# design 1

==> design_1/m4.png <==
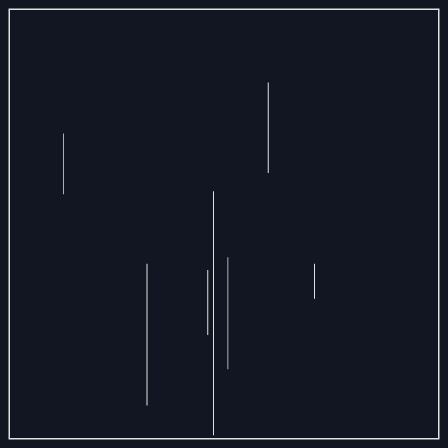

File: config.mk
export PLATFORM = sky130hd
export DESIGN_NAME = row_buf_scheduler
export DESIGN_NICKNAME = d
export VERILOG_FILES = /design/src/rtl/row_buf_scheduler_pkg.sv /design/src/rtl/row_buf_scheduler_row_ring_counter.sv /design/src/rtl/row_buf_scheduler.sv
export SDC_FILE = /design/constraint.sdc
export NUM_CORES = 1
export LEC_CHECK = 0
export CAP_MARGIN = 5
export CELL_PAD_IN_SITES_DETAIL_PLACEMENT = 0
export CELL_PAD_IN_SITES_GLOBAL_PLACEMENT = 1
export CORE_MARGIN = 5
export CORE_UTILIZATION = 41
export DETAILED_ROUTE_END_ITERATION = 6
export PLACE_DENSITY = 0.83
export SYNTH_ARGS = -nofsm -noshare
export SYNTH_HDL_FRONTEND = slang
export SYNTH_SLANG_ARGS = --single-unit
export TNS_END_PERCENT = 20
File: constraint.sdc
create_clock -name clk -period 3.8 [get_ports clk]
set_input_delay 0.76 -clock clk [delete_from_list [all_inputs] [get_ports clk]]
set_output_delay 0.76 -clock clk [all_outputs]
set_load 0.005 [all_outputs]
File: src/rtl/row_buf_scheduler_pkg.sv
// Shared encodings and ring geometry for the row buffer scheduler.
// The row RAM is a 4-bank ring indexed by 2-bit bank numbers.
package row_buf_scheduler_pkg;

  localparam int BANK_NUM = 4;
  localparam int BANK_W   = 2;
  localparam int RES_W    = 3;

  typedef enum logic [4:0] {
    S_IDLE   = 5'b00001,
    S_LOAD   = 5'b00010,
    S_ISSUE  = 5'b00100,
    S_BUSY   = 5'b01000,
    S_FINISH = 5'b10000
  } state_t;

  localparam logic [3*BANK_W-1:0] SEL_RST = 6'b100100;

  function automatic logic [3*BANK_W-1:0] bank_sel(
    input logic [BANK_W-1:0] base
  );
    logic [BANK_W-1:0] b1;
    logic [BANK_W-1:0] b2;
    b1 = base + BANK_W'(1);
    b2 = base + BANK_W'(2);
    return {b2, b1, base};
  endfunction

endpackage

File: src/rtl/row_buf_scheduler_row_ring_counter.sv
// Ring bookkeeping: write bank, window base bank and resident row count.
// Residency is exposed both registered and as its next-cycle value.
module row_ring_counter
  import row_buf_scheduler_pkg::*;
(
  input  logic              clk,
  input  logic              rst,
  input  logic              i_clr,
  input  logic              i_wr_done,
  input  logic              i_retire,
  output logic [BANK_W-1:0] o_wr_bank,
  output logic [BANK_W-1:0] o_base,
  output logic [RES_W-1:0]  o_res,
  output logic [RES_W-1:0]  o_res_nxt
);

  logic [BANK_W-1:0] r_wr_bank;
  logic [BANK_W-1:0] r_base;
  logic [RES_W-1:0]  r_res;
  logic [RES_W-1:0]  w_res_nxt;

  // A row landing and a row retiring in one cycle cancel out.
  always_comb begin
    w_res_nxt = r_res;
    if (i_clr)
      w_res_nxt = '0;
    else if (i_wr_done && !i_retire)
      w_res_nxt = r_res + RES_W'(1);
    else if (i_retire && !i_wr_done)
      w_res_nxt = r_res - RES_W'(1);
  end

  always_ff @(posedge clk or negedge rst) begin
    if (!rst) begin
      r_wr_bank <= '0;
      r_base    <= '0;
      r_res     <= '0;
    end else begin
      r_res <= w_res_nxt;
      if (i_clr)
        r_wr_bank <= '0;
      else if (i_wr_done)
        r_wr_bank <= r_wr_bank + BANK_W'(1);
      if (i_clr)
        r_base <= '0;
      else if (i_retire)
        r_base <= r_base + BANK_W'(1);
    end
  end

  assign o_wr_bank = r_wr_bank;
  assign o_base    = r_base;
  assign o_res     = r_res;
  assign o_res_nxt = w_res_nxt;

endmodule

File: src/rtl/row_buf_scheduler.sv
// Sequences the 3-row window into the row expander.
// Writes loader rows into a 4-bank ring and issues windows as rows land.
module row_buf_scheduler
  import row_buf_scheduler_pkg::*;
#(
  parameter int CHANNEL_IN_NUM     = 16,
  parameter int WIDTH_RAM_SIZE     = 12,
  parameter int WIDTH_FEATURE_SIZE = 12,
  parameter int WIDTH_CHANNEL_NUM  = 10
) (
  input  logic                          clk,
  input  logic                          rst,
  input  logic                          Start,
  input  logic [WIDTH_FEATURE_SIZE-1:0] Row_Num_After_Padding,
  input  logic [WIDTH_CHANNEL_NUM-1:0]  Channel_In_Num_REG,
  input  logic                          S_Valid,
  output logic                          S_Ready,
  output logic [WIDTH_RAM_SIZE-1:0]     Wr_Addr,
  output logic [BANK_NUM-1:0]           Wr_En,
  output logic                          M_Start,
  output logic                          Row_Compute_Sign,
  output logic [3*BANK_W-1:0]           Rd_Bank_Sel,
  input  logic                          Row_Done,
  output logic                          Layer_Done
);

  localparam int WF = WIDTH_FEATURE_SIZE;
  localparam int WR = WIDTH_RAM_SIZE;
  localparam int WC = WIDTH_CHANNEL_NUM;
  localparam int WP = WF + WC;
  localparam int GS = $clog2(CHANNEL_IN_NUM);

  state_t            r_state;
  logic [WF-1:0]     r_rows;
  logic [WR-1:0]     r_words;
  logic [WF-1:0]     r_cmp_row;
  logic [WF-1:0]     r_wr_row;
  logic [WR-1:0]     r_wr_addr;
  logic              r_s_ready;
  logic              r_m_start;
  logic              r_rcs;
  logic              r_layer_done;
  logic [3*BANK_W-1:0] r_sel;

  logic [WC-1:0]     w_groups;
  logic [WP-1:0]     w_r_ext;
  logic [WP-1:0]     w_g_ext;
  logic [WR-1:0]     w_words;
  logic              w_degen;
  logic              w_go;
  logic              w_accept;
  logic              w_row_end;
  logic              w_retire;
  logic              w_finish;
  logic              w_active;
  logic [WF-1:0]     w_wr_row_nxt;
  logic [WF-1:0]     w_cmp_nxt;
  logic              w_s_ready_nxt;
  logic [BANK_W-1:0] w_wr_bank;
  logic [BANK_W-1:0] w_base;
  logic [RES_W-1:0]  w_res;
  logic [RES_W-1:0]  w_res_nxt;

  assign w_groups = Channel_In_Num_REG >> GS;
  assign w_r_ext  = WP'(Row_Num_After_Padding);
  assign w_g_ext  = WP'(w_groups);
  assign w_words  = WR'(w_r_ext * w_g_ext);
  assign w_degen  = (Row_Num_After_Padding < WF'(3)) ||
                    (w_groups == '0);

  assign w_go      = (r_state == S_IDLE) && Start && !w_degen;
  assign w_accept  = S_Valid && r_s_ready;
  assign w_row_end = w_accept && (r_wr_addr == r_words - WR'(1));
  assign w_retire  = (r_state == S_BUSY) && Row_Done;
  assign w_finish  = (r_state == S_FINISH);
  assign w_active  = (r_state != S_IDLE) && !w_finish;

  assign w_wr_row_nxt = w_row_end ? r_wr_row + WF'(1) : r_wr_row;
  assign w_cmp_nxt    = r_cmp_row + WF'(1);

  // Ready is registered, so it is judged on next-cycle occupancy.
  assign w_s_ready_nxt = w_go ||
    (w_active && (w_wr_row_nxt < r_rows) &&
     (w_res_nxt < RES_W'(BANK_NUM)));

  row_ring_counter u_ring (
    .clk       (clk),
    .rst       (rst),
    .i_clr     (w_go || w_finish),
    .i_wr_done (w_row_end),
    .i_retire  (w_retire),
    .o_wr_bank (w_wr_bank),
    .o_base    (w_base),
    .o_res     (w_res),
    .o_res_nxt (w_res_nxt)
  );

  always_ff @(posedge clk or negedge rst) begin
    if (!rst) begin
      r_wr_addr <= '0;
      r_wr_row  <= '0;
      r_s_ready <= 1'b0;
    end else begin
      r_s_ready <= w_s_ready_nxt;
      if (w_go) begin
        r_wr_addr <= '0;
        r_wr_row  <= '0;
      end else if (w_accept) begin
        r_wr_row  <= w_wr_row_nxt;
        r_wr_addr <= w_row_end ? '0 : r_wr_addr + WR'(1);
      end
    end
  end

  always_ff @(posedge clk or negedge rst) begin
    if (!rst) begin
      r_state      <= S_IDLE;
      r_rows       <= '0;
      r_words      <= '0;
      r_cmp_row    <= '0;
      r_m_start    <= 1'b0;
      r_rcs        <= 1'b0;
      r_layer_done <= 1'b0;
      r_sel        <= SEL_RST;
    end else begin
      r_m_start    <= 1'b0;
      r_rcs        <= 1'b0;
      r_layer_done <= 1'b0;
      unique case (r_state)
        S_IDLE: begin
          if (Start && w_degen) begin
            r_layer_done <= 1'b1;
          end else if (w_go) begin
            r_state   <= S_LOAD;
            r_m_start <= 1'b1;
            r_rows    <= Row_Num_After_Padding;
            r_words   <= w_words;
            r_cmp_row <= '0;
          end
        end
        S_LOAD: begin
          if (w_res >= RES_W'(3))
            r_state <= S_ISSUE;
        end
        S_ISSUE: begin
          r_rcs   <= 1'b1;
          r_sel   <= bank_sel(w_base);
          r_state <= S_BUSY;
        end
        S_BUSY: begin
          if (Row_Done) begin
            r_cmp_row <= w_cmp_nxt;
            if (w_cmp_nxt == r_rows - WF'(2))
              r_state <= S_FINISH;
            else
              r_state <= S_LOAD;
          end
        end
        S_FINISH: begin
          r_layer_done <= 1'b1;
          r_state      <= S_IDLE;
        end
        default: r_state <= S_IDLE;
      endcase
    end
  end

  assign S_Ready          = r_s_ready;
  assign Wr_Addr          = r_wr_addr;
  assign Wr_En            = w_accept ? (BANK_NUM'(1) << w_wr_bank) : '0;
  assign M_Start          = r_m_start;
  assign Row_Compute_Sign = r_rcs;
  assign Rd_Bank_Sel      = r_sel;
  assign Layer_Done       = r_layer_done;

endmodule

# design 2

## config.mk

```make
export PLATFORM = sky130hd
export DESIGN_NAME = muldiv_unit
export DESIGN_NICKNAME = d
export VERILOG_FILES = /design/src/rtl/muldiv_unit.sv
export SDC_FILE = /design/constraint.sdc
export NUM_CORES = 1
export LEC_CHECK = 0
export CORE_MARGIN = 2
export CORE_UTILIZATION = 61
export CTS_BUF_LIST = sky130_fd_sc_hd__clkbuf_8 sky130_fd_sc_hd__clkbuf_16
export DETAILED_ROUTE_END_ITERATION = 8
export PLACE_DENSITY_LB_ADDON = 0.15
export SKIP_CTS_REPAIR_TIMING = 1
export SKIP_LAST_GASP = 1
export SLEW_MARGIN = 20
export SYNTH_ARGS = -nofsm -noshare
export SYNTH_HDL_FRONTEND = slang
export SYNTH_SLANG_ARGS = --single-unit
```

## constraint.sdc

```tcl
create_clock -name clk -period 5.9 [get_ports clk]
set_clock_uncertainty 0.2 [all_clocks]
set_input_delay 1.18 -clock clk [delete_from_list [all_inputs] [get_ports clk]]
set_output_delay 1.18 -clock clk [all_outputs]
set_load 0.02 [all_outputs]
```

## src/rtl/muldiv_unit.sv

```systemverilog
// Iterative RV32M multiply/divide unit: shift-add multiply and restoring divide, one bit per cycle.
// state | meaning
// IDLE  | waiting for start_i; early-exit cases resolve here straight to DONE
// CALC  | one multiply/divide bit per cycle, count 0..W-1
// SIGN  | sign fix-up and result select, result registered
// DONE  | done_o pulse for one cycle
module muldiv_unit #(
    parameter int DATA_WIDTH = 32
) (
    input  logic                  clk,
    input  logic                  rst,
    input  logic                  start_i,
    input  logic [2:0]            op_i,
    input  logic [DATA_WIDTH-1:0] srcA_i,
    input  logic [DATA_WIDTH-1:0] srcB_i,
    input  logic                  kill_i,
    output logic                  busy_o,
    output logic                  done_o,
    output logic [DATA_WIDTH-1:0] result_o
);
    localparam int W     = DATA_WIDTH;
    localparam int CNT_W = $clog2(DATA_WIDTH);

    localparam logic [1:0] S_IDLE = 2'd0;
    localparam logic [1:0] S_CALC = 2'd1;
    localparam logic [1:0] S_SIGN = 2'd2;
    localparam logic [1:0] S_DONE = 2'd3;

    localparam logic [2:0] OP_MUL    = 3'b000;
    localparam logic [2:0] OP_MULH   = 3'b001;
    localparam logic [2:0] OP_MULHSU = 3'b010;
    localparam logic [2:0] OP_MULHU  = 3'b011;
    localparam logic [2:0] OP_DIV    = 3'b100;
    localparam logic [2:0] OP_REM    = 3'b110;

    logic [1:0]       state_q, state_d;
    logic [CNT_W-1:0] count_q, count_d;
    logic [2:0]       op_q, op_d;
    logic             sign_a_q, sign_a_d, sign_b_q, sign_b_d;
    logic [W-1:0]     mag_a_q, mag_a_d, mag_b_q, mag_b_d;
    logic [2*W-1:0]   acc_q, acc_d;
    logic [W-1:0]     result_q, result_d;

    logic             sign_a_in, sign_b_in, b_zero, div_ovf;
    logic [W:0]       rem_shift, rem_diff;
    logic [2*W-1:0]   addend, prod_fix;
    logic [W-1:0]     quo_fix, rem_fix, res_sel;

    assign sign_a_in = srcA_i[W-1] & ((op_i == OP_MULH) || (op_i == OP_MULHSU) ||
                                      (op_i == OP_DIV)  || (op_i == OP_REM));
    assign sign_b_in = srcB_i[W-1] & ((op_i == OP_MULH) || (op_i == OP_DIV) || (op_i == OP_REM));
    assign b_zero    = (srcB_i == '0);
    assign div_ovf   = ((op_i == OP_DIV) || (op_i == OP_REM)) &&
                       (srcA_i == {1'b1, {(W-1){1'b0}}}) && (srcB_i == '1);

    // For divide, acc holds {remainder, quotient}; mag_a shifts left to feed dividend bits MSB first.
    assign rem_shift = {acc_q[2*W-1:W], mag_a_q[W-1]};
    assign rem_diff  = rem_shift - {1'b0, mag_b_q};
    assign addend    = {{W{1'b0}}, mag_a_q} << count_q;

    assign prod_fix = (sign_a_q ^ sign_b_q) ? -acc_q : acc_q;
    assign quo_fix  = ((op_q == OP_DIV) && (sign_a_q ^ sign_b_q)) ? -acc_q[W-1:0] : acc_q[W-1:0];
    assign rem_fix  = ((op_q == OP_REM) && sign_a_q) ? -acc_q[2*W-1:W] : acc_q[2*W-1:W];

    always_comb begin
        res_sel = '0;
        case (op_q)
            OP_MUL:                       res_sel = prod_fix[W-1:0];
            OP_MULH, OP_MULHSU, OP_MULHU: res_sel = prod_fix[2*W-1:W];
            3'b100, 3'b101:               res_sel = quo_fix;
            default:                      res_sel = rem_fix;
        endcase
    end

    always_comb begin
        state_d  = state_q;
        count_d  = count_q;
        op_d     = op_q;
        sign_a_d = sign_a_q;
        sign_b_d = sign_b_q;
        mag_a_d  = mag_a_q;
        mag_b_d  = mag_b_q;
        acc_d    = acc_q;
        result_d = result_q;
        case (state_q)
            S_IDLE: begin
                if (start_i) begin
                    op_d     = op_i;
                    sign_a_d = sign_a_in;
                    sign_b_d = sign_b_in;
                    mag_a_d  = sign_a_in ? -srcA_i : srcA_i;
                    mag_b_d  = sign_b_in ? -srcB_i : srcB_i;
                    acc_d    = '0;
                    count_d  = '0;
                    if (op_i[2] && b_zero) begin
                        result_d = op_i[1] ? srcA_i : '1;
                        state_d  = S_DONE;
                    end else if (div_ovf) begin
                        result_d = op_i[1] ? '0 : {1'b1, {(W-1){1'b0}}};
                        state_d  = S_DONE;
                    end else begin
                        state_d = S_CALC;
                    end
                end
            end
            S_CALC: begin
                if (op_q[2]) begin
                    mag_a_d = mag_a_q << 1;
                    if (!rem_diff[W]) begin
                        acc_d = {rem_diff[W-1:0], acc_q[W-2:0], 1'b1};
                    end else begin
                        acc_d = {rem_shift[W-1:0], acc_q[W-2:0], 1'b0};
                    end
                end else if (mag_b_q[count_q]) begin
                    acc_d = acc_q + addend;
                end
                count_d = count_q + 1'b1;
                if (count_q == CNT_W'(W-1)) begin
                    state_d = S_SIGN;
                end
            end
            S_SIGN: begin
                result_d = res_sel;
                state_d  = S_DONE;
            end
            default: state_d = S_IDLE;
        endcase
        // A flush drops the operation without touching the visible result.
        if (kill_i) begin
            state_d  = S_IDLE;
            result_d = result_q;
        end
    end

    always_ff @(posedge clk) begin
        if (!rst) begin
            state_q  <= S_IDLE;
            count_q  <= '0;
            op_q     <= '0;
            sign_a_q <= 1'b0;
            sign_b_q <= 1'b0;
            mag_a_q  <= '0;
            mag_b_q  <= '0;
            acc_q    <= '0;
            result_q <= '0;
        end else begin
            state_q  <= state_d;
            count_q  <= count_d;
            op_q     <= op_d;
            sign_a_q <= sign_a_d;
            sign_b_q <= sign_b_d;
            mag_a_q  <= mag_a_d;
            mag_b_q  <= mag_b_d;
            acc_q    <= acc_d;
            result_q <= result_d;
        end
    end

    assign busy_o   = (state_q == S_CALC) || (state_q == S_SIGN);
    assign done_o   = (state_q == S_DONE);
    assign result_o = result_q;
endmodule

```

==> design_1/congestion_map.png <==
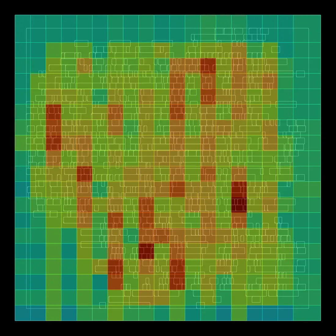
met3 Resource Use GR: 2.55%
mean routed wirelength per cell: 14.2 um
grt peak-use layer: met2
GRT Resource Usage Total: 17.8%
GR met2 Demand/Resource: 28.8%

Notes on design_1/m4.png above:
share of all routed wire	1.5%
main direction	vertical
longest straight run	77.5 um

==> flow_results.org, design 1 <==
#+TITLE: Synthesis and PnR summary

** STA
- Worst setup slack after layout :: -0.0780 ns
- At the pin with the least slew margin, the transition time is 0.715 ns.
- Endpoints with negative setup slack in the final report add up to 2.
- RSZ-0062 raised after global routing :: yes
- Worst hold slack after final layout :: 0.315 ns

** Cells and area
- Synthesis-to-finish area growth :: 25.6%
- Post-route insts no fill :: 1093
- Net count, final :: 967

** Placement
- STA on the placed design reports a worst setup slack of -0.752 ns.

** Worst setup path
- Worst setup SP type :: register
- Critical Path RT :: 4.08 ns
- In this run the critical register-to-register path is launched from r_words[1]$_DFFE_PN0P_.
- Crit path depth :: 16
- Worst Reg-to-Reg Cells :: 16

** Global routing
- Maximum number of pins on one net before global-route repair :: 51

** Detailed routing
- Length of routed met3 wiring :: 586 um
- Total number of vias :: 5576
- In the routed layout, each cell is associated on average with a via count of 5.10.

** Synthesis
- Main flop type after synthesis :: dfrtp_1
- Multiplexer cells account for 0.802% of the synthesized area.
- Adder-cell area share of the yosys netlist :: 16.3%
- Synthesized flop and latch total :: 81
- Post-synth ARST share :: 100%

** Outcome
- Run status :: finished, violations left
- The checks that failed: setup timing.

** Worst hold path
- Class of the worst hold path :: input pin to async pin

** Floorplanning
- For this configuration, the core starts out at a cell density of 41.6%.

** Pwr
- In this run the power density over the cells is 529 mW/mm^2.
- Internal power summed over all cells :: 2620 uW
- Reported leakage power :: 0.00377 uW

** Clocking
- Looking at the clock tree report, the H-tree level count equals 3.
-- design 1: layout make-up --
cell class,instances,area (sq um),area share [%]
sequential,81,2030,24.7
clock inverter,7,68.8,0.836
clock buffer,9,225,2.74
multi-input combinational,596,4350,52.8
timing repair buffer,131,1090,13.3
tap,216,270,3.28
inverter,53,199,2.42
-- design 1: what timing repair did --
item | in CTS | in global routing
endpoints found under the hold margin | 0 | 0
resized | 40 | 10
setup endpoints to repair | 6 | 5
pin swaps | 15 | 8
buffers inserted | 5 | 1
-- design 1: synth_stat cells (2+ instances only) --
master,instances
nor2_1,42
o31ai_1,6
nor4bb_1,2
o211ai_1,4
fa_1,29
a31oi_1,2
a21boi_0,2
and3b_1,2
o21a_1,2
or4_1,5
nor2b_1,3
nor3_1,13
and2_1,37
nor3_2,2
ha_1,39
o21ai_0,56
a21oi_1,18
clkbuf_1,27
xor2_1,27
dfstp_2,3
or3_1,8
inv_1,53
nand3_1,34
nor4_1,14
dfrtp_1,78
and3_1,13
nand4_1,19
nor3b_1,4
mux2_2,2
buf_6,3
mux2i_1,3
nand2b_1,4
nand4bb_1,2
xnor2_1,43
a21o_1,4
nor4b_1,2
nand2_1,126
a211oi_1,5
==> design_2/class_map.png <==
The bar under the picture is 50 um long.
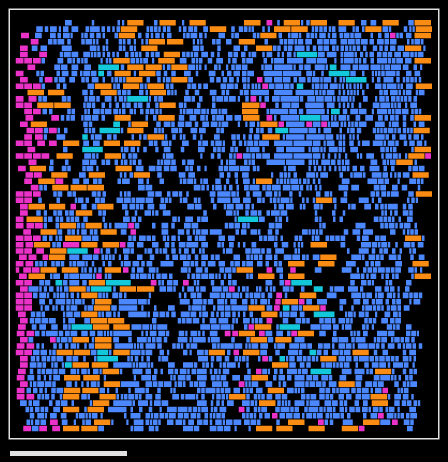
colour	class	cells	share of their area
magenta	remaining buffers and delay cells	154	6.8%
blue	remaining logic cells	2436	74%
orange	registers	172	17%
cyan	clock drivers and dummy loads	32	2.8%

==> flow_results.org, design 2 <==
#+TITLE: Synthesis and PnR summary

** Outcome
- The run finished with clean final reports.

** Cells and area
- MI comb cells :: 2346
- Multi-input gate share of total cell area :: 70.5%
- In the final layout, the clock buffer count is 18.
- Proportion of cell area occupied by registers :: 16.1%
- Net count, final :: 2961
- In the final layout, the share of cells above drive strength 1 is 6.08%.
- Ranked by total area, the top cell class in this layout is combinational gates.

** Placement
- Setup slack on the worst path after placement came out at 0.569 ns.
- Last weighted congestion value of the routability-driven placer :: 1.08

** Worst setup path
- CP max-delay cell :: dfxtp_2
- Delay contributed by the slowest stage of the critical path :: 0.83 ns
- Critical path's most frequent cell :: a21oi_1
- In the setup report, the worst path falls into the class register to register.
- Worst setup SP type :: register
- Critical path capture point type :: register

** Clocking
- CTS tree :: yes
- # clock sinks :: 172

** Synthesis
- Largest logic family :: AND-OR/OR-AND gates
- Yosys aoi share :: 30.0%
- Ranking of synthesized cells by area :: dfxtp_1, a21oi_1, ha_1
- Register area share after synthesis :: 17.5%
- Synth Warn # :: 0
- Unique cell type count in the Yosys netlist :: 87

** Detailed routing
- First DRT Iteration DRCs :: 3225
- In this run the remaining antenna-violating nets after routing total 0.

** STA
- RSZ-0062 raised after global routing :: no
- Hold is met by 0.301 ns.
- Share of the cycle needed by the critical path after routing :: 94.8%

** Global routing
- Maximum number of pins on one net before global-route repair :: 81
- The first global-routing pass estimated 117 mm of wire.

** Floorplanning
- Tap cell count :: 402
- Per the OpenROAD floorplan log, the area of the core is 0.0316 sq mm.

** Pwr
- Power attributed to combinational cells is 961 uW.
- Per report_power, the combinational group accounts for 28.0% of the total.

** Job
- Total number of warnings across the stage logs :: 31
design 2: worst min-delay path: cells and delay by family, from the launching register on:
family	cells	cell delay, ns
flops	1	0.31
simple gates	1	0.10
compound gates	1	0.05
design 2: synth_stat cells, types with 13 or more instances:
| cell type | n |
|---|---|
| a211o_1 | 13 |
| a211oi_1 | 43 |
| a21o_1 | 47 |
| a21oi_1 | 284 |
| a22oi_1 | 40 |
| a31oi_1 | 53 |
| and2_1 | 45 |
| and3_1 | 22 |
| buf_1 | 20 |
| buf_2 | 19 |
| clkbuf_1 | 176 |
| dfxtp_1 | 172 |
| ha_1 | 107 |
| inv_1 | 88 |
| mux2i_1 | 57 |
| mux4_2 | 31 |
| nand2_1 | 322 |
| nand2b_1 | 23 |
| nand3_1 | 42 |
| nand4_1 | 40 |
| nor2_1 | 294 |
| nor3_1 | 60 |
| nor4_1 | 22 |
| o211ai_1 | 14 |
| o21a_1 | 14 |
| o21ai_0 | 262 |
| o21bai_1 | 22 |
| o221ai_1 | 22 |
| o22ai_1 | 36 |
| o31ai_1 | 22 |
| or3_1 | 27 |
| xnor2_1 | 106 |
| xor2_1 | 101 |

# design 3

==> design_3/class_map.png <==
The bar under the picture is 50 um long.
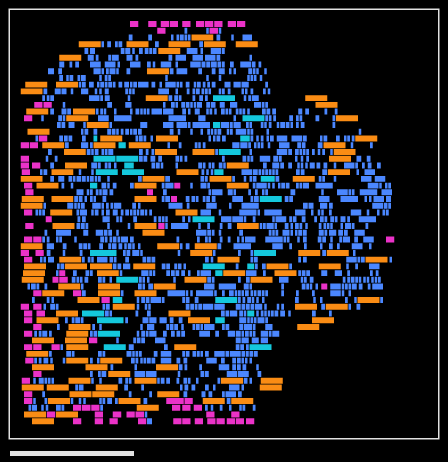
==> design_3/clock_wires.png <==
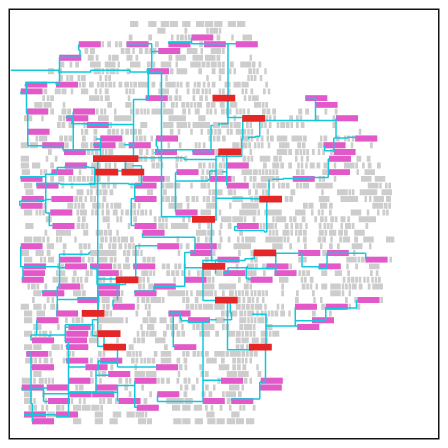
`src/rtl/line_raster_engine_pkg.sv`:
```
// Shared definitions for the line raster engine: canvas geometry, colour width,
// Bresenham arithmetic widths and the controller state encoding.
package line_raster_engine_pkg;

    localparam int COORD_W = 8;
    localparam int COLOR_W = 12;
    localparam int VRAM_AW = 2 * COORD_W;

    // Error term must hold dx+dy and its running sum without wrapping; e2 is 2*err.
    localparam int ERR_W = 11;
    localparam int E2_W  = 12;

    typedef enum logic [2:0] {
        IDLE  = 3'd0,
        SETUP = 3'd1,
        LINE  = 3'd2,
        FILL  = 3'd3,
        DONE  = 3'd4
    } state_t;

endpackage

```
`src/rtl/line_raster_engine.sv`:
```
// Line raster engine: turns a pen stroke (x0,y0)->(x1,y1) into one VRAM pixel write
// per clock using Bresenham stepping, or fills the whole canvas with one colour.
//
// Ports
//   clk25MHz         system/pixel clock, rising edge
//   rst              asynchronous, active-high reset
//   start            stroke request (accepted only when idle)
//   clr              canvas-fill request (accepted only when idle, wins over start)
//   x0,y0,x1,y1      stroke endpoints, sampled on accept
//   color            stroke/fill colour, sampled on accept
//   busy             high while a stroke or fill is in progress
//   done             one-cycle pulse after the final write
//   we,waddr,wdata   VRAM write port, waddr = {y,x}
module line_raster_engine
    import line_raster_engine_pkg::*;
(
    input  logic                clk25MHz,
    input  logic                rst,
    input  logic                start,
    input  logic                clr,
    input  logic [COORD_W-1:0]  x0,
    input  logic [COORD_W-1:0]  y0,
    input  logic [COORD_W-1:0]  x1,
    input  logic [COORD_W-1:0]  y1,
    input  logic [COLOR_W-1:0]  color,
    output logic                busy,
    output logic                done,
    output logic                we,
    output logic [VRAM_AW-1:0]  waddr,
    output logic [COLOR_W-1:0]  wdata
);

    state_t                    state, state_n;
    logic [COORD_W-1:0]        cur_x, cur_x_n, cur_y, cur_y_n;
    logic [COORD_W-1:0]        end_x, end_x_n, end_y, end_y_n;
    logic [COLOR_W-1:0]        color_r, color_n;
    logic signed [ERR_W-1:0]   dx, dx_n, dy, dy_n, err, err_n;
    logic                      sx_neg, sx_neg_n, sy_neg, sy_neg_n;
    logic [VRAM_AW-1:0]        cnt, cnt_n;
    logic                      busy_n, done_n, we_n;
    logic [VRAM_AW-1:0]        waddr_n;
    logic [COLOR_W-1:0]        wdata_n;

    logic [COORD_W-1:0]        abs_dx, abs_dy;
    logic signed [E2_W-1:0]    e2, dx_ext, dy_ext;
    logic                      step_x, step_y;

    always_ff @(posedge clk25MHz or posedge rst) begin
        if (rst) begin
            state   <= IDLE;
            cur_x   <= '0;
            cur_y   <= '0;
            end_x   <= '0;
            end_y   <= '0;
            color_r <= '0;
            dx      <= '0;
            dy      <= '0;
            err     <= '0;
            sx_neg  <= 1'b0;
            sy_neg  <= 1'b0;
            cnt     <= '0;
            busy    <= 1'b0;
            done    <= 1'b0;
            we      <= 1'b0;
            waddr   <= '0;
            wdata   <= '0;
        end else begin
            state   <= state_n;
            cur_x   <= cur_x_n;
            cur_y   <= cur_y_n;
            end_x   <= end_x_n;
            end_y   <= end_y_n;
            color_r <= color_n;
            dx      <= dx_n;
            dy      <= dy_n;
            err     <= err_n;
            sx_neg  <= sx_neg_n;
            sy_neg  <= sy_neg_n;
            cnt     <= cnt_n;
            busy    <= busy_n;
            done    <= done_n;
            we      <= we_n;
            waddr   <= waddr_n;
            wdata   <= wdata_n;
        end
    end

    // Bresenham helpers; e2 and the compare operands are sign-extended to the same width.
    assign abs_dx = (end_x >= cur_x) ? end_x - cur_x : cur_x - end_x;
    assign abs_dy = (end_y >= cur_y) ? end_y - cur_y : cur_y - end_y;
    assign e2     = {err, 1'b0};
    assign dx_ext = {dx[ERR_W-1], dx};
    assign dy_ext = {dy[ERR_W-1], dy};
    assign step_x = (e2 >= dy_ext);
    assign step_y = (e2 <= dx_ext);

    // The outputs are registered from the next-state values so that the write
    // presented on the port always belongs to the state the engine is in.
    always_comb begin
        state_n  = state;
        cur_x_n  = cur_x;
        cur_y_n  = cur_y;
        end_x_n  = end_x;
        end_y_n  = end_y;
        color_n  = color_r;
        dx_n     = dx;
        dy_n     = dy;
        err_n    = err;
        sx_neg_n = sx_neg;
        sy_neg_n = sy_neg;
        cnt_n    = cnt;

        case (state)
            IDLE: begin
                if (clr) begin
                    color_n = color;
                    cnt_n   = '0;
                    state_n = FILL;
                end else if (start) begin
                    cur_x_n = x0;
                    cur_y_n = y0;
                    end_x_n = x1;
                    end_y_n = y1;
                    color_n = color;
                    state_n = SETUP;
                end
            end
            SETUP: begin
                dx_n     = signed'({{(ERR_W-COORD_W){1'b0}}, abs_dx});
                dy_n     = -signed'({{(ERR_W-COORD_W){1'b0}}, abs_dy});
                sx_neg_n = (end_x < cur_x);
                sy_neg_n = (end_y < cur_y);
                err_n    = signed'({{(ERR_W-COORD_W){1'b0}}, abs_dx})
                         - signed'({{(ERR_W-COORD_W){1'b0}}, abs_dy});
                state_n  = LINE;
            end
            LINE: begin
                if (cur_x == end_x && cur_y == end_y) begin
                    state_n = DONE;
                end else begin
                    err_n = err + (step_x ? dy : '0) + (step_y ? dx : '0);
                    if (step_x) cur_x_n = sx_neg ? cur_x - 1'b1 : cur_x + 1'b1;
                    if (step_y) cur_y_n = sy_neg ? cur_y - 1'b1 : cur_y + 1'b1;
                end
            end
            FILL: begin
                if (cnt == '1) state_n = DONE;
                else           cnt_n   = cnt + 1'b1;
            end
            DONE:    state_n = IDLE;
            default: state_n = IDLE;
        endcase

        we_n    = (state_n == LINE) || (state_n == FILL);
        busy_n  = (state_n == SETUP) || (state_n == LINE) || (state_n == FILL);
        done_n  = (state_n == DONE);
        waddr_n = waddr;
        wdata_n = wdata;
        if (we_n) begin
            waddr_n = (state_n == FILL) ? cnt_n : {cur_y_n, cur_x_n};
            wdata_n = color_n;
        end
    end

endmodule
```
`config.mk`:
```
export PLATFORM = sky130hd
export DESIGN_NAME = line_raster_engine
export DESIGN_NICKNAME = d
export VERILOG_FILES = /design/src/rtl/line_raster_engine_pkg.sv /design/src/rtl/line_raster_engine.sv
export SDC_FILE = /design/constraint.sdc
export NUM_CORES = 1
export LEC_CHECK = 0
export ABC_AREA = 1
export CORE_MARGIN = 4
export CORE_UTILIZATION = 35
export DETAILED_ROUTE_END_ITERATION = 16
export GPL_ROUTABILITY_DRIVEN = 1
export MAX_ROUTING_LAYER = met4
export SYNTH_ARGS = -nofsm -noshare
export SYNTH_HDL_FRONTEND = slang
export SYNTH_SLANG_ARGS = --single-unit
```
`constraint.sdc`:
```
create_clock -name clk25MHz -period 4.9 [get_ports clk25MHz]
set_clock_uncertainty 0.1 [all_clocks]
set_input_delay 0.49 -clock clk25MHz [delete_from_list [all_inputs] [get_ports clk25MHz]]
set_output_delay 0.49 -clock clk25MHz [all_outputs]
set_load 0.01 [all_outputs]
```
==> flow_results.org <==
#+TITLE: Synthesis and PnR summary

** Cells and area
- Leaving out the clock tree, the finished layout contains a buffer count of 87.
- In the layout the commonest cells are nand2_1, inv_1, dfrtp_1.
- Share of final-layout standard cells stronger than drive strength 1 :: 5.26%
- Post-layout instance area :: 0.0113 sq mm
- Net count, final :: 1539
- The largest registers in the layout are cnt: 16 flops, waddr: 16 flops.
- In the final layout, the fill cell count is 2787.
- Number of flip-flops and latches :: 126
- Clock network area share :: 5.45%

** Worst setup path
- Critical path capture point type :: register
- The signal on the critical path passes through ha_1 > nand2_1 > inv_1 > nand2_1 > nor2_1 > nand2_1 > nand3_1 > nand2_1 > nand2_1 > buf_4 > clkinv_1 > nor2_1 > fa_1 > ha_1 > fa_1 > nand3_1 > nand2_1 > nand2_1 > nand2_1 > a21oi_1 > xor2_1 > nand2_1 > a31oi_1.
- According to the timing report, the data required time at the worst endpoint equals 5.15 ns.
- Critical path type :: register to register

** STA
- Per the finish-stage timing summary, setup violations number 0.
- Share of the cycle needed by the critical path after routing :: 87.9%
- Total count of max-transition violations in the final report :: 0
- Worst setup slack after layout :: 0.591 ns
- Max-Slew Margin vs Limit :: 40.1%

** Job
- Max-cap violations in this run came to 0.

** Floorplanning
- Pre-placement core utilization :: 35.4%
- After floorplanning, the core was divided into 60 placement rows.
- The die covers 0.0299 sq mm.

** Synthesis
- Synthesis produced a netlist with a net count of 1465.
- Per Yosys stat, the portion of area used by sequential elements is 33.1%.
- Warnings reported by Yosys during synthesis add up to 0.
- Cell area after technology mapping :: 0.00953 sq mm
- The synthesized design contains 126 register bits.
- By instance count, the leading cell after synthesis is nand2_1.
- Per the synth stats, the proportion of register bits with asynchronous set or reset is 100%.
- Yosys reports a chip area of 0.00953 sq mm.
- The synthesized netlist was found by Yosys to have 1320 cells.

** Outcome
- The flow ran to the end, and the final reports show no timing, DRC or antenna violations.

** Detailed routing
- For this block, the initial DRC count from the detailed router was 658.
- Total number of vias :: 8789

** Global routing
- The via count of the first global-routing pass was 8720.
- Per the GRT congestion report, total overflow comes to 0.

** Placement
- Per the placement report, the placed cell count is 1716.

** Worst hold path
- Class of the worst hold path :: register to register
## Picture notes: design_3/class_map.png
colour	class	cells	share of their area
magenta	remaining buffers and delay cells	87	7.9%
cyan	clock drivers and dummy loads	32	5.7%
orange	registers	126	29%
blue	remaining logic cells	1162	57%

## Picture notes: design_3/clock_wires.png
[cyan] clock wires | length: 2060 um
[red] clock-net drivers | count: 17
[magenta] flip-flops | count: 126
flops lie	all over the die

[layer usage]
layer / global-route usage [%] / wire (um)
met2: 29.7 / 12500
met4: 5.19 / 490
met5: - / 0
met3: 2.51 / 973
met1: 25.0 / 12900
[final timing paths]
path | from | end | slack, ns | cells past startpoint
setup / recovery | err[10]$_DFFE_PP0P_ | err[7]$_DFFE_PP0P_ | 0.59 | 23
min in group asynchronous | rst | waddr[4]$_DFFE_PP0P_ | 0.50 | 2
hold reg to reg | color_r[3]$_DFF_PP0_ | color_r[3]$_DFF_PP0_ | 0.36 | 2
max in group asynchronous | rst | dy[3]$_DFFE_PP0P_ | 3.36 | 3
hold / removal | color_r[3]$_DFF_PP0_ | color_r[3]$_DFF_PP0_ | 0.36 | 2
setup reg to reg | err[10]$_DFFE_PP0P_ | err[7]$_DFFE_PP0P_ | 0.59 | 23


## Gallery

Floorplan with the power grid.
Pins as bars on the die edge. Tap cells in grey.
panel A
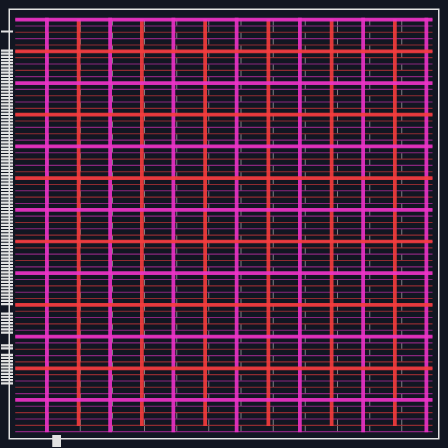
panel B
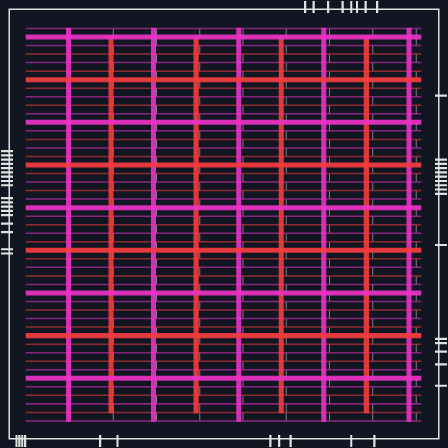
panel C
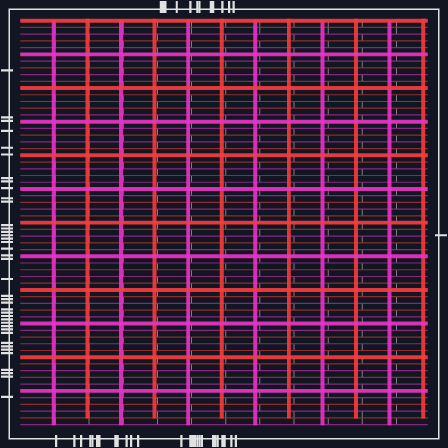
design 3 -> panel C
design 1 -> panel B
design 2 -> panel A

Key to panel B:
colour	net
magenta	VSS
red	VDD
met5 straps	9
tap cells	216
signal pins	53
met4 straps	9
met1 rails	47

No activity file was given, so power comes from the tool's default toggle rates.
